=== design 1 ===
### Sequential cells colored by netlist name, design 1

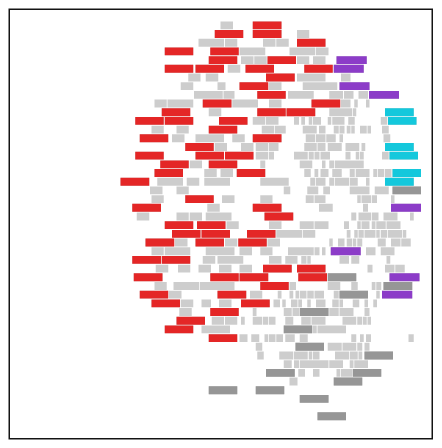
### M4 wires, design 1

Scale bar: 50 um. Supply wires on this layer in gray.
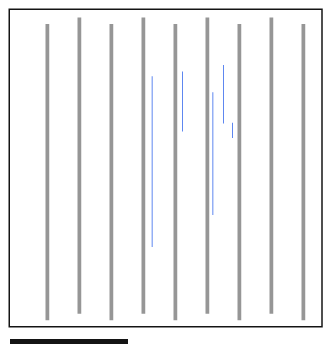
--- config.mk ---
export PLATFORM = sky130hd
export DESIGN_NAME = llr_norm_writer_flat
export DESIGN_NICKNAME = d
export VERILOG_FILES = /design/src/rtl/gf8_pkg.sv /design/src/rtl/llr_norm_writer_if.sv /design/src/rtl/sat_sub.sv /design/src/rtl/llr_norm_writer.sv /design/src/flat_wrapper.sv
export SDC_FILE = /design/constraint.sdc
export NUM_CORES = 1
export LEC_CHECK = 0
export ABC_AREA = 0
export CORE_AREA = 2 2 130 132
export DETAILED_ROUTE_END_ITERATION = 12
export DIE_AREA = 0 0 132 134
export DONT_BUFFER_PORTS = 1
export SYNTH_ARGS = -nofsm -noshare
export SYNTH_HDL_FRONTEND = slang
export SYNTH_SLANG_ARGS = --single-unit
--- constraint.sdc ---
create_clock -name Clk -period 11.43 [get_ports Clk]
set_clock_uncertainty 0.2 [all_clocks]
set_input_delay 2.8575 -clock Clk [delete_from_list [all_inputs] [get_ports Clk]]
set_output_delay 2.8575 -clock Clk [all_outputs]
set_load 0.01 [all_outputs]
--- src/rtl/gf8_pkg.sv ---
// Shared constants and FSM encoding for the GF(8) LLR message path.
package gf8_pkg;

    localparam int GF_Q     = 8;
    localparam int GF_M     = 3;
    localparam int LLR_IN_W = 8;
    localparam int LLR_W    = 6;
    localparam logic [LLR_W-1:0] LLR_MAX = LLR_W'(63);

    typedef enum logic [1:0] {
        ST_IDLE    = 2'd0,
        ST_COLLECT = 2'd1,
        ST_WRITE   = 2'd2,
        ST_FIN     = 2'd3
    } nw_state_t;

endpackage

--- src/rtl/llr_norm_writer_if.sv ---
// Input LLR stream plus message-RAM write port of the normalising writer.
interface llr_norm_writer_if;
    import gf8_pkg::*;

    logic                In_valid;
    logic                In_ready;
    logic [LLR_IN_W-1:0] In_llr;
    logic                We;
    logic [GF_M-1:0]     Waddr;
    logic [LLR_W-1:0]    Din;
    logic                Done;
    logic                Busy;

    modport master (
        output In_valid, In_llr,
        input  In_ready, We, Waddr, Din, Done, Busy
    );

    modport slave (
        input  In_valid, In_llr,
        output In_ready, We, Waddr, Din, Done, Busy
    );

endinterface

--- src/rtl/sat_sub.sv ---
// Unsigned a-b clamped to MAX and narrowed to OUT_W bits; caller guarantees a >= b.
module sat_sub #(
    parameter int               IN_W  = 8,
    parameter int               OUT_W = 6,
    parameter logic [OUT_W-1:0] MAX   = '1
) (
    input  logic [IN_W-1:0]  a,
    input  logic [IN_W-1:0]  b,
    output logic [OUT_W-1:0] y
);

    logic [IN_W-1:0] diff;

    assign diff = a - b;
    assign y    = (diff > IN_W'(MAX)) ? MAX : diff[OUT_W-1:0];

endmodule

--- src/rtl/llr_norm_writer.sv ---
// Buffers one 8-symbol LLR message, subtracts its minimum, saturates to 6 bits
// and streams the result into the message RAM write port.
//
//  state   | meaning
//  IDLE    | first cycle after reset
//  COLLECT | accepting samples, tracking running minimum
//  WRITE   | 8 RAM writes, address 0..7
//  FIN     | Done pulse, then back to COLLECT
module llr_norm_writer
    import gf8_pkg::*;
(
    input  logic             Clk,
    input  logic             Rst,
    llr_norm_writer_if.slave bus
);

    nw_state_t state, state_nxt;

    logic [LLR_IN_W-1:0] llr_buf [GF_Q];
    logic [LLR_IN_W-1:0] min_q, min_nxt;
    logic [GF_M-1:0]     rcnt, wcnt;
    logic                hs;

    logic [GF_M-1:0]     rd_idx;
    logic [LLR_IN_W-1:0] rd_min;
    logic [LLR_W-1:0]    sat_y;

    logic                in_ready_q, we_q, done_q, busy_q;
    logic [GF_M-1:0]     waddr_q;
    logic [LLR_W-1:0]    din_q;
    logic                in_ready_nxt, we_nxt, done_nxt, busy_nxt;
    logic [GF_M-1:0]     waddr_nxt;

    assign hs      = bus.In_valid && in_ready_q && (state == ST_COLLECT);
    assign min_nxt = (rcnt == '0) ? bus.In_llr
                   : ((bus.In_llr < min_q) ? bus.In_llr : min_q);

    // On the last handshake edge the fresh minimum is still combinational,
    // so word 0 is normalised against min_nxt rather than min_q.
    sat_sub #(
        .IN_W  (LLR_IN_W),
        .OUT_W (LLR_W),
        .MAX   (LLR_MAX)
    ) u_sat (
        .a (llr_buf[rd_idx]),
        .b (rd_min),
        .y (sat_y)
    );

    always_ff @(posedge Clk or posedge Rst) begin
        if (Rst) state <= ST_IDLE;
        else     state <= state_nxt;
    end

    always_comb begin
        state_nxt    = state;
        in_ready_nxt = 1'b0;
        we_nxt       = 1'b0;
        waddr_nxt    = '0;
        done_nxt     = 1'b0;
        busy_nxt     = busy_q;
        rd_idx       = wcnt + 1'b1;
        rd_min       = min_q;
        case (state)
            ST_IDLE: begin
                state_nxt    = ST_COLLECT;
                in_ready_nxt = 1'b1;
            end
            ST_COLLECT: begin
                in_ready_nxt = 1'b1;
                rd_idx       = '0;
                rd_min       = min_nxt;
                if (hs) begin
                    busy_nxt = 1'b1;
                    if (rcnt == GF_M'(GF_Q - 1)) begin
                        state_nxt    = ST_WRITE;
                        in_ready_nxt = 1'b0;
                        we_nxt       = 1'b1;
                    end
                end
            end
            ST_WRITE: begin
                if (wcnt == GF_M'(GF_Q - 1)) begin
                    state_nxt = ST_FIN;
                    done_nxt  = 1'b1;
                end else begin
                    we_nxt    = 1'b1;
                    waddr_nxt = wcnt + 1'b1;
                end
            end
            ST_FIN: begin
                state_nxt    = ST_COLLECT;
                in_ready_nxt = 1'b1;
                busy_nxt     = 1'b0;
            end
            default: state_nxt = ST_IDLE;
        endcase
    end

    always_ff @(posedge Clk or posedge Rst) begin
        if (Rst) begin
            rcnt  <= '0;
            wcnt  <= '0;
            min_q <= '1;
            for (int i = 0; i < GF_Q; i++) llr_buf[i] <= '0;
        end else begin
            case (state)
                ST_COLLECT: begin
                    wcnt <= '0;
                    if (hs) begin
                        llr_buf[rcnt] <= bus.In_llr;
                        rcnt          <= rcnt + 1'b1;
                        min_q         <= min_nxt;
                    end
                end
                ST_WRITE: wcnt <= wcnt + 1'b1;
                ST_FIN: begin
                    rcnt  <= '0;
                    wcnt  <= '0;
                    min_q <= '1;
                end
                default: ;
            endcase
        end
    end

    always_ff @(posedge Clk or posedge Rst) begin
        if (Rst) begin
            in_ready_q <= 1'b0;
            we_q       <= 1'b0;
            waddr_q    <= '0;
            din_q      <= '0;
            done_q     <= 1'b0;
            busy_q     <= 1'b0;
        end else begin
            in_ready_q <= in_ready_nxt;
            we_q       <= we_nxt;
            waddr_q    <= waddr_nxt;
            din_q      <= we_nxt ? sat_y : '0;
            done_q     <= done_nxt;
            busy_q     <= busy_nxt;
        end
    end

    assign bus.In_ready = in_ready_q;
    assign bus.We       = we_q;
    assign bus.Waddr    = waddr_q;
    assign bus.Din      = din_q;
    assign bus.Done     = done_q;
    assign bus.Busy     = busy_q;

endmodule

--- src/flat_wrapper.sv ---
// flat-port wrapper written by rule: the top's interface ports become plain ports
module llr_norm_writer_flat import gf8_pkg::*;
  (Clk, Rst, bus_In_valid, bus_In_llr, bus_In_ready, bus_We, bus_Waddr, bus_Din, bus_Done, bus_Busy);
  llr_norm_writer_if bus_i ();
  input  logic Clk;
  input  logic Rst;
  input wire logic [$bits(bus_i.In_valid)-1:0] bus_In_valid;
  input wire logic [$bits(bus_i.In_llr)-1:0] bus_In_llr;
  output wire logic [$bits(bus_i.In_ready)-1:0] bus_In_ready;
  output wire logic [$bits(bus_i.We)-1:0] bus_We;
  output wire logic [$bits(bus_i.Waddr)-1:0] bus_Waddr;
  output wire logic [$bits(bus_i.Din)-1:0] bus_Din;
  output wire logic [$bits(bus_i.Done)-1:0] bus_Done;
  output wire logic [$bits(bus_i.Busy)-1:0] bus_Busy;
  assign bus_i.In_valid = bus_In_valid;
  assign bus_i.In_llr = bus_In_llr;
  assign bus_In_ready = bus_i.In_ready;
  assign bus_We = bus_i.We;
  assign bus_Waddr = bus_i.Waddr;
  assign bus_Din = bus_i.Din;
  assign bus_Done = bus_i.Done;
  assign bus_Busy = bus_i.Busy;
  llr_norm_writer u_core (.Clk(Clk), .Rst(Rst), .bus(bus_i));
endmodule
==> qor.csv <==
metric;value;unit
hold_viol_final;0;
top_usage_layer;met2;
startpoint_type;input port;
gp_congestion;0.8643;
die-height;134;um
dp.cells;588;
initial_core_util;29.45;%
switching_share;39.66;%
tool_warnings;31;
synth-edff-count;0;
pwr.group.clock;0.329;mW
hold_path_depth;2;
yosys-top-cells-count;85 x dfrtp_1, 69 x mux2_2, 24 x ha_1, 21 x nor2_1, 19 x inv_1;
vdd_drop_max;128.1;uV
synthCells;380;
fillCellCount;1606;
ff_count;93;
ff2ff_path_depth;16;
p_int;1.062;mW
async_flop_share;100.0;%
outcome;finished, final reports clean;
dr.max_layer_used;met4;
critPathBufInv;1;
About 'Sequential cells colored by netlist name' of design 1:
legend:
  u_core.llr_buf:
    color: red
    sequential_cells: 64
  u_core.bus.Din:
    color: cyan
    sequential_cells: 6
  u_core.min_q:
    color: purple
    sequential_cells: 8
not colored: 15
seq pwr: 0.503 mW
fraction of area in registers: 43.66%
sequential cell area: 2337 um2

About 'M4 wires' of design 1:
share of all routed wire: 1.7%
wire length on this layer: 180 um
nets with wire on the layer: 3
longest straight run: 72.1 um
main direction: vertical
vias post-DR: 2939
Routed WL: 10430 um


=== design 2 ===
==> src/rtl/vga_pkg.sv <==
// vga_pkg: shared raster timing constants and types for the VGA timing generator.
package vga_pkg;

    typedef logic [10:0] vga_coord_t;

    typedef enum logic [1:0] {
        ACTIVE = 2'd0,
        FRONT  = 2'd1,
        SYNC   = 2'd2,
        BACK   = 2'd3
    } vga_phase_t;

    // 800x600@72 Hz, 50 MHz pixel rate
    localparam int SVGA_H_ACTIVE = 800;
    localparam int SVGA_H_FP     = 56;
    localparam int SVGA_H_SYNC   = 120;
    localparam int SVGA_H_BP     = 64;
    localparam int SVGA_V_ACTIVE = 600;
    localparam int SVGA_V_FP     = 37;
    localparam int SVGA_V_SYNC   = 6;
    localparam int SVGA_V_BP     = 23;

    // 640x480@60 Hz, 25.175 MHz pixel rate
    localparam int VGA_H_ACTIVE = 640;
    localparam int VGA_H_FP     = 16;
    localparam int VGA_H_SYNC   = 96;
    localparam int VGA_H_BP     = 48;
    localparam int VGA_V_ACTIVE = 480;
    localparam int VGA_V_FP     = 10;
    localparam int VGA_V_SYNC   = 2;
    localparam int VGA_V_BP     = 33;

    localparam int COORD_LIMIT = 2048;

    function automatic int axis_total(input int act, input int fp, input int syn, input int bp);
        return act + fp + syn + bp;
    endfunction

endpackage

==> src/rtl/vga_axis_counter.sv <==
// vga_axis_counter: one raster axis -- position counter, phase FSM and sync level.
module vga_axis_counter
    import vga_pkg::*;
#(
    parameter int   ACT_LEN  = SVGA_H_ACTIVE,
    parameter int   FP_LEN   = SVGA_H_FP,
    parameter int   SYNC_LEN = SVGA_H_SYNC,
    parameter int   BP_LEN   = SVGA_H_BP,
    parameter logic SYNC_POL = 1'b1
) (
    input  logic       clk,
    input  logic       rst_n,
    input  logic       step,
    output vga_coord_t count,
    output vga_phase_t phase,
    output logic       sync,
    output logic       wrap
);

    localparam int         TOTAL    = axis_total(ACT_LEN, FP_LEN, SYNC_LEN, BP_LEN);
    localparam vga_coord_t LAST     = vga_coord_t'(TOTAL - 1);
    localparam vga_coord_t END_ACT  = vga_coord_t'(ACT_LEN - 1);
    localparam vga_coord_t END_FP   = vga_coord_t'(ACT_LEN + FP_LEN - 1);
    localparam vga_coord_t END_SYNC = vga_coord_t'(ACT_LEN + FP_LEN + SYNC_LEN - 1);

    vga_coord_t count_next;
    vga_phase_t phase_next;

    assign wrap = step && (count == LAST);

    // Phase changes on the tick that leaves the last count of the current phase.
    always_comb begin
        count_next = (count == LAST) ? '0 : count + 11'd1;
        phase_next = (count == LAST)     ? ACTIVE :
                     (count == END_ACT)  ? FRONT  :
                     (count == END_FP)   ? SYNC   :
                     (count == END_SYNC) ? BACK   : phase;
    end

    always_ff @(posedge clk or negedge rst_n) begin
        if (!rst_n) begin
            count <= LAST;
            phase <= BACK;
            sync  <= ~SYNC_POL;
        end else if (step) begin
            count <= count_next;
            phase <= phase_next;
            sync  <= (phase_next == SYNC) ? SYNC_POL : ~SYNC_POL;
        end
    end

endmodule

==> src/rtl/vga_timing.sv <==
// vga_timing: raster timing generator (counters, EA, syncs, line/frame strobes).
// Define VGA_TIMING_SYNC_DELAY_EN to delay hsync/vsync by one pixel to match a registered colour stage.
module vga_timing
    import vga_pkg::*;
#(
    parameter int   H_ACTIVE = SVGA_H_ACTIVE,
    parameter int   H_FP     = SVGA_H_FP,
    parameter int   H_SYNC   = SVGA_H_SYNC,
    parameter int   H_BP     = SVGA_H_BP,
    parameter int   V_ACTIVE = SVGA_V_ACTIVE,
    parameter int   V_FP     = SVGA_V_FP,
    parameter int   V_SYNC   = SVGA_V_SYNC,
    parameter int   V_BP     = SVGA_V_BP,
    parameter logic SYNC_POL = 1'b1
) (
    input  logic        clk,
    input  logic        rst_n,
    input  logic        pix_en,
    output logic [10:0] count_h,
    output logic [10:0] count_v,
    output logic        EA,
    output logic        hsync,
    output logic        vsync,
    output logic        line_start,
    output logic        frame_start
);

    localparam int         H_TOTAL  = axis_total(H_ACTIVE, H_FP, H_SYNC, H_BP);
    localparam int         V_TOTAL  = axis_total(V_ACTIVE, V_FP, V_SYNC, V_BP);
    localparam vga_coord_t H_END_ACT = vga_coord_t'(H_ACTIVE - 1);
    localparam vga_coord_t V_END_ACT = vga_coord_t'(V_ACTIVE - 1);

    if (H_ACTIVE == 0 || H_FP == 0 || H_SYNC == 0 || H_BP == 0 ||
        V_ACTIVE == 0 || V_FP == 0 || V_SYNC == 0 || V_BP == 0) begin : g_zero_width
        $error("vga_timing: porch, sync and active widths must all be non-zero");
    end
    if (H_TOTAL > COORD_LIMIT || V_TOTAL > COORD_LIMIT) begin : g_too_wide
        $error("vga_timing: H_TOTAL and V_TOTAL must not exceed 2048");
    end

    vga_coord_t h_count, v_count;
    vga_phase_t h_phase, v_phase;
    logic       h_sync, v_sync, h_wrap, v_wrap;
    logic       h_act_next, v_act_next;

    vga_axis_counter #(
        .ACT_LEN (H_ACTIVE),
        .FP_LEN  (H_FP),
        .SYNC_LEN(H_SYNC),
        .BP_LEN  (H_BP),
        .SYNC_POL(SYNC_POL)
    ) u_h (
        .clk  (clk),
        .rst_n(rst_n),
        .step (pix_en),
        .count(h_count),
        .phase(h_phase),
        .sync (h_sync),
        .wrap (h_wrap)
    );

    vga_axis_counter #(
        .ACT_LEN (V_ACTIVE),
        .FP_LEN  (V_FP),
        .SYNC_LEN(V_SYNC),
        .BP_LEN  (V_BP),
        .SYNC_POL(SYNC_POL)
    ) u_v (
        .clk  (clk),
        .rst_n(rst_n),
        .step (h_wrap),
        .count(v_count),
        .phase(v_phase),
        .sync (v_sync),
        .wrap (v_wrap)
    );

    // EA is registered from the look-ahead so it lines up with the counts it describes.
    always_comb begin
        h_act_next = h_wrap || (h_phase == ACTIVE && h_count != H_END_ACT);
        v_act_next = v_wrap || (v_phase == ACTIVE && !(h_wrap && v_count == V_END_ACT));
    end

    always_ff @(posedge clk or negedge rst_n) begin
        if (!rst_n) begin
            EA          <= 1'b0;
            line_start  <= 1'b0;
            frame_start <= 1'b0;
        end else begin
            EA          <= pix_en ? (h_act_next && v_act_next) : EA;
            line_start  <= h_wrap;
            frame_start <= h_wrap && v_wrap;
        end
    end

    assign count_h = h_count;
    assign count_v = v_count;

`ifdef VGA_TIMING_SYNC_DELAY_EN
    always_ff @(posedge clk or negedge rst_n) begin
        if (!rst_n) begin
            hsync <= ~SYNC_POL;
            vsync <= ~SYNC_POL;
        end else if (pix_en) begin
            hsync <= h_sync;
            vsync <= v_sync;
        end
    end
`else
    assign hsync = h_sync;
    assign vsync = v_sync;
`endif

endmodule

==> config.mk <==
export PLATFORM = sky130hd
export DESIGN_NAME = vga_timing
export DESIGN_NICKNAME = d
export VERILOG_FILES = /design/src/rtl/vga_pkg.sv /design/src/rtl/vga_axis_counter.sv /design/src/rtl/vga_timing.sv
export SDC_FILE = /design/constraint.sdc
export NUM_CORES = 1
export LEC_CHECK = 0
export ABC_CLOCK_PERIOD_IN_PS = 2600
export CAP_MARGIN = 5
export CELL_PAD_IN_SITES_DETAIL_PLACEMENT = 1
export CELL_PAD_IN_SITES_GLOBAL_PLACEMENT = 1
export CORE_MARGIN = 3
export CORE_UTILIZATION = 40
export DETAILED_ROUTE_END_ITERATION = 8
export PLACE_DENSITY_LB_ADDON = 0.1
export SYNTH_ARGS = -nofsm -noshare
export SYNTH_HDL_FRONTEND = slang
export SYNTH_SLANG_ARGS = --single-unit
==> constraint.sdc <==
create_clock -name clk -period 2.6 [get_ports clk]
set_clock_uncertainty 0.2 [all_clocks]
set_input_delay 0.52 -clock clk [delete_from_list [all_inputs] [get_ports clk]]
set_output_delay 0.52 -clock clk [all_outputs]
set_load 0.01 [all_outputs]
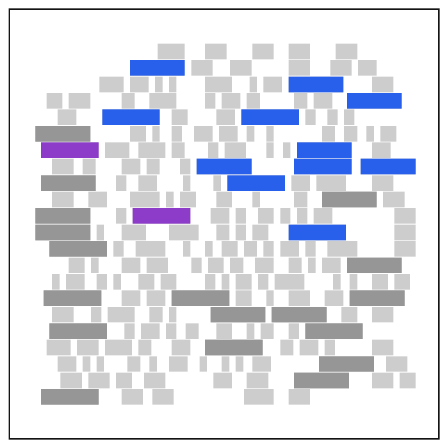
*Sequential cells colored by netlist name, design 2*
legend:
  u_v.count:
    color: blue
    sequential_cells: 11
  u_v.phase:
    color: purple
    sequential_cells: 2
fraction of area in registers: 36.17%
seq pwr: 0.615 mW

==> qor.csv <==
metric;value;unit
cp_slowest_stage_delay;0.58;ns
postSynthSeqShare;47.24;%
cts_tree;built;
report.power.total;1.305;mW
min_to;u_h.phase[1];
outcome;finished, final reports clean;
critPathArrivalTime;2.43;ns
p_int;0.9119;mW
async_flop_share;100.0;%
synth_warnings;0;
dominant-cell-class;logic gates;
fillCellCount;433;
timing.rr.start;u_h.count[10];
gp_congestion;0.7956;
ys_cells;164;
grt_util_met2;30.18;%
clock_path_buffers;2;
critPathMaxFanout;5;
reg_top3;u_h.count x11, u_v.count x11;
n_all_inverters;6;
num_antenna_cells;0;
ff_type;dfrtp_1;
grt_overflow;0;
routed_wl;4384;um
htreeDepth;2;
num_io_pins;30;
cp.depth;4;
top_area_cell;dfrtp_1;
dp.cells;249;
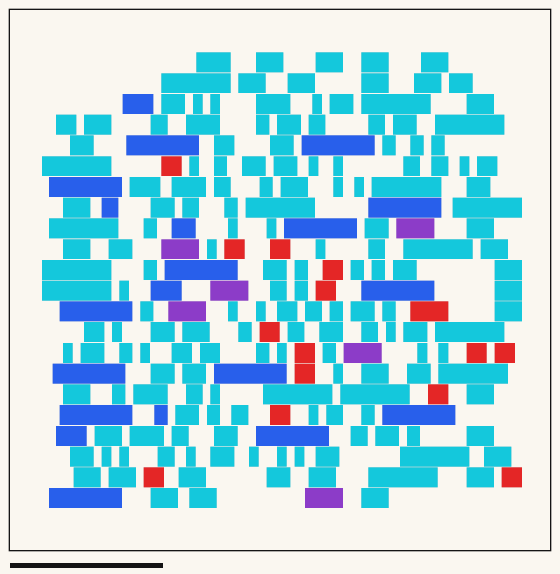
*Sizing map, design 2*
Scale bar: 20 um.
legend:
  _6 and larger:
    color: purple
    cells: 6
    share: 2.9%
  _0 and _1 cells:
    color: cyan
    cells: 168
    share: 80%
  _2 cells:
    color: blue
    cells: 20
    share: 9.6%
  _3 and _4 cells:
    color: red
    cells: 15
    share: 7.2%
area delta synth->final: 30.63%
Worst Setup Slack, final: 0.1734 ns


=== design 3 ===
### Routed clock nets over the placement, design 3

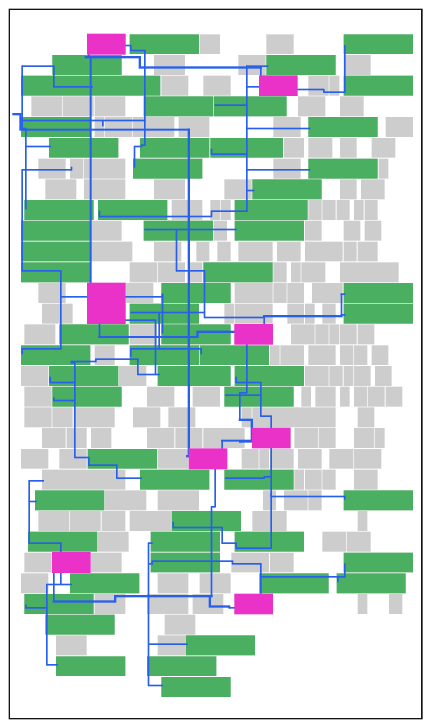
### Wire density map, design 3

Scale bar: 20 um. The die is cut into 11 by 19 equal tiles; dark purple is low, yellow is high, scaled to the fullest tile. Values are wire area over tile area, all layers added.
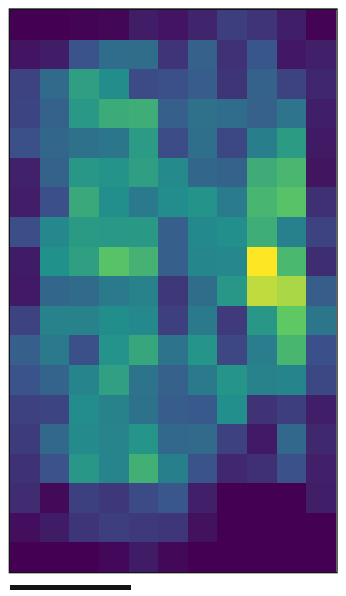
===== src/rtl/seg7_scan_ctrl.sv =====
// Scan controller for common-anode 7-segment digits sharing one decoder.
// A double-buffered digit store is committed to the display only at frame boundaries.
module seg7_scan_ctrl #(
  parameter int NUM_DIGITS = 4,
  parameter int DIV        = 50000,
  parameter int BLANK_CYC  = 500
) (
  input  logic                  CLOCK_50,
  input  logic                  RST_n,
  input  logic                  WR_EN,
  input  logic [2:0]            WR_ADDR,
  input  logic [3:0]            WR_DATA,
  input  logic                  COMMIT,
  output logic                  PENDING,
  output logic [3:0]            CODE,
  output logic [NUM_DIGITS-1:0] AN_n,
  output logic                  FRAME_START
);

  localparam int CW = $clog2(DIV);
  localparam int IW = $clog2(NUM_DIGITS);
  localparam logic [CW-1:0] CNT_MAX = CW'(DIV - 1);
  localparam logic [CW-1:0] BLANK_C = CW'(BLANK_CYC);
  localparam logic [IW-1:0] IDX_MAX = IW'(NUM_DIGITS - 1);

  localparam logic [0:0] ST_BLANK = 1'b0;
  localparam logic [0:0] ST_DRIVE = 1'b1;

  logic [CW-1:0]         cnt_q, cnt_d;
  logic [IW-1:0]         idx_q, idx_d;
  logic [3:0]            shadow_q [NUM_DIGITS];
  logic [3:0]            shadow_d [NUM_DIGITS];
  logic [3:0]            active_q [NUM_DIGITS];
  logic [3:0]            active_d [NUM_DIGITS];
  logic                  pend_q, pend_d;
  logic [3:0]            code_q, code_d;
  logic [NUM_DIGITS-1:0] an_q, an_d;
  logic                  fs_q, fs_d;
  logic                  slot_end, boundary;
  logic [0:0]            st_d;

  always_comb begin
    slot_end = (cnt_q == CNT_MAX);
    boundary = slot_end && (idx_q == IDX_MAX);

    cnt_d = slot_end ? '0 : cnt_q + CW'(1);
    idx_d = idx_q;
    if (slot_end)
      idx_d = (idx_q == IDX_MAX) ? '0 : idx_q + IW'(1);

    // Copy sees the shadow as it was before this cycle's write
    active_d = active_q;
    if (boundary && pend_q)
      active_d = shadow_q;

    shadow_d = shadow_q;
    for (int i = 0; i < NUM_DIGITS; i++)
      if (WR_EN && WR_ADDR == 3'(i))
        shadow_d[i] = WR_DATA;

    pend_d = COMMIT | (pend_q & ~boundary);

    // Outputs are registered from next-state so they align with cnt/idx
    st_d = (cnt_d < BLANK_C) ? ST_BLANK : ST_DRIVE;
    an_d = '1;
    for (int i = 0; i < NUM_DIGITS; i++)
      if (st_d == ST_DRIVE && idx_d == IW'(i))
        an_d[i] = 1'b0;

    code_d = active_d[idx_d];
    fs_d   = boundary;
  end

  always_ff @(posedge CLOCK_50 or negedge RST_n) begin
    if (!RST_n) begin
      cnt_q  <= '0;
      idx_q  <= '0;
      pend_q <= 1'b0;
      code_q <= '0;
      an_q   <= '1;
      fs_q   <= 1'b0;
      for (int i = 0; i < NUM_DIGITS; i++) begin
        shadow_q[i] <= '0;
        active_q[i] <= '0;
      end
    end else begin
      cnt_q    <= cnt_d;
      idx_q    <= idx_d;
      pend_q   <= pend_d;
      code_q   <= code_d;
      an_q     <= an_d;
      fs_q     <= fs_d;
      shadow_q <= shadow_d;
      active_q <= active_d;
    end
  end

  assign PENDING     = pend_q;
  assign CODE        = code_q;
  assign AN_n        = an_q;
  assign FRAME_START = fs_q;

endmodule

===== config.mk =====
export PLATFORM = sky130hd
export DESIGN_NAME = seg7_scan_ctrl
export DESIGN_NICKNAME = d
export VERILOG_FILES = /design/src/rtl/seg7_scan_ctrl.sv
export SDC_FILE = /design/constraint.sdc
export NUM_CORES = 1
export LEC_CHECK = 0
export ABC_CLOCK_PERIOD_IN_PS = 3200
export CORE_ASPECT_RATIO = 1.75
export CORE_UTILIZATION = 57
export CTS_CLUSTER_SIZE = 16
export DETAILED_ROUTE_END_ITERATION = 10
export PLACE_DENSITY_LB_ADDON = 0.2
export SLEW_MARGIN = 0
export SYNTH_ARGS = -nofsm -noshare
export SYNTH_HDL_FRONTEND = slang
export SYNTH_SLANG_ARGS = --single-unit

===== constraint.sdc =====
create_clock -name CLOCK_50 -period 3.2 [get_ports CLOCK_50]
set_input_delay 0.32 -clock CLOCK_50 [delete_from_list [all_inputs] [get_ports CLOCK_50]]
set_output_delay 0.32 -clock CLOCK_50 [all_outputs]
set_load 0.01 [all_outputs]

==> qor.csv <==
metric;value;unit
cts_tree;built;
die_width;53.93;um
via_per_inst;6.146;
grt_overflow;0;
num-multi-input-gates;130;
period_minus_slack;2.851;ns
num_io_pins;21;
combinationalPowerShare;4.9;%
outcome;finished, final reports clean;
drv_cap;0;
dominant-cell-class;flip-flops and latches;
ys_top_logic_family;multiplexers;
fin_tns_setup;0;ns
placed_cell_area;2935;um2
ff2ff_path_depth;7;
dp.cells;271;
yosys-stat-area;2690;um2
top_area_cell;dfrtp_1;
fmax;350.7;MHz
dr.first_iter.drc_count;47;
first_global_vias;1878;
startpoint_type;flop;
powerComb;0.0817;mW
fillCellCount;326;
switching_share;20.70;%
r2r_slack;0.35;ns
top_power_group;registers;
clk_pin_slew_worst_paths;0.07;ns
ys_sh_mux;20.93;%
ys_ff;60;
met1_usage;26.79;%
final-nonclk-buf-share;7.358;%
top_usage_layer;met2;
tool_warnings;26;
die_area;5009;um2
Notes on 'Routed clock nets over the placement' of design 3 above:
legend:
  clock drivers:
    color: magenta
    count: 9
  flip-flops:
    color: green
    count: 60
  clock wires:
    color: blue
    length: 755 um
routed clock nets: 10
clock share of power: 45.8%
Worst Clk Skew: 0.01022 ns
Clk. pwr: 0.769 mW

Notes on 'Wire density map' of design 3 above:
fullest tile: 0.59
mean over tiles: 0.18
densest ninth of the die: middle right
emptiest ninth of the die: lower right
nearly empty tiles: 9.6%
tiles over half the peak: 18%
Routed WL: 5653 um
vias post-DR: 1764
WL per Instance: 19.70 um
GRT Total Usage: 26.67%



## Gallery

Cell placement.
picture 1
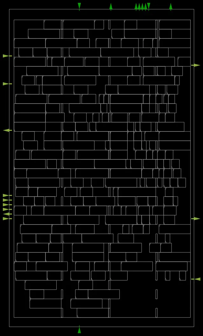
picture 2
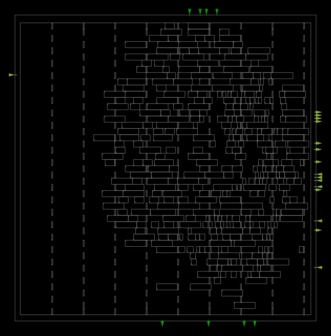
picture 3
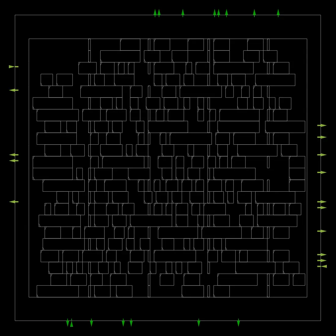
design 1: picture 2
design 2: picture 3
design 3: picture 1
- fewest sequential cells: picture 3
- lowest utilization: picture 2

No activity file was given, so power comes from the tool's default toggle rates.
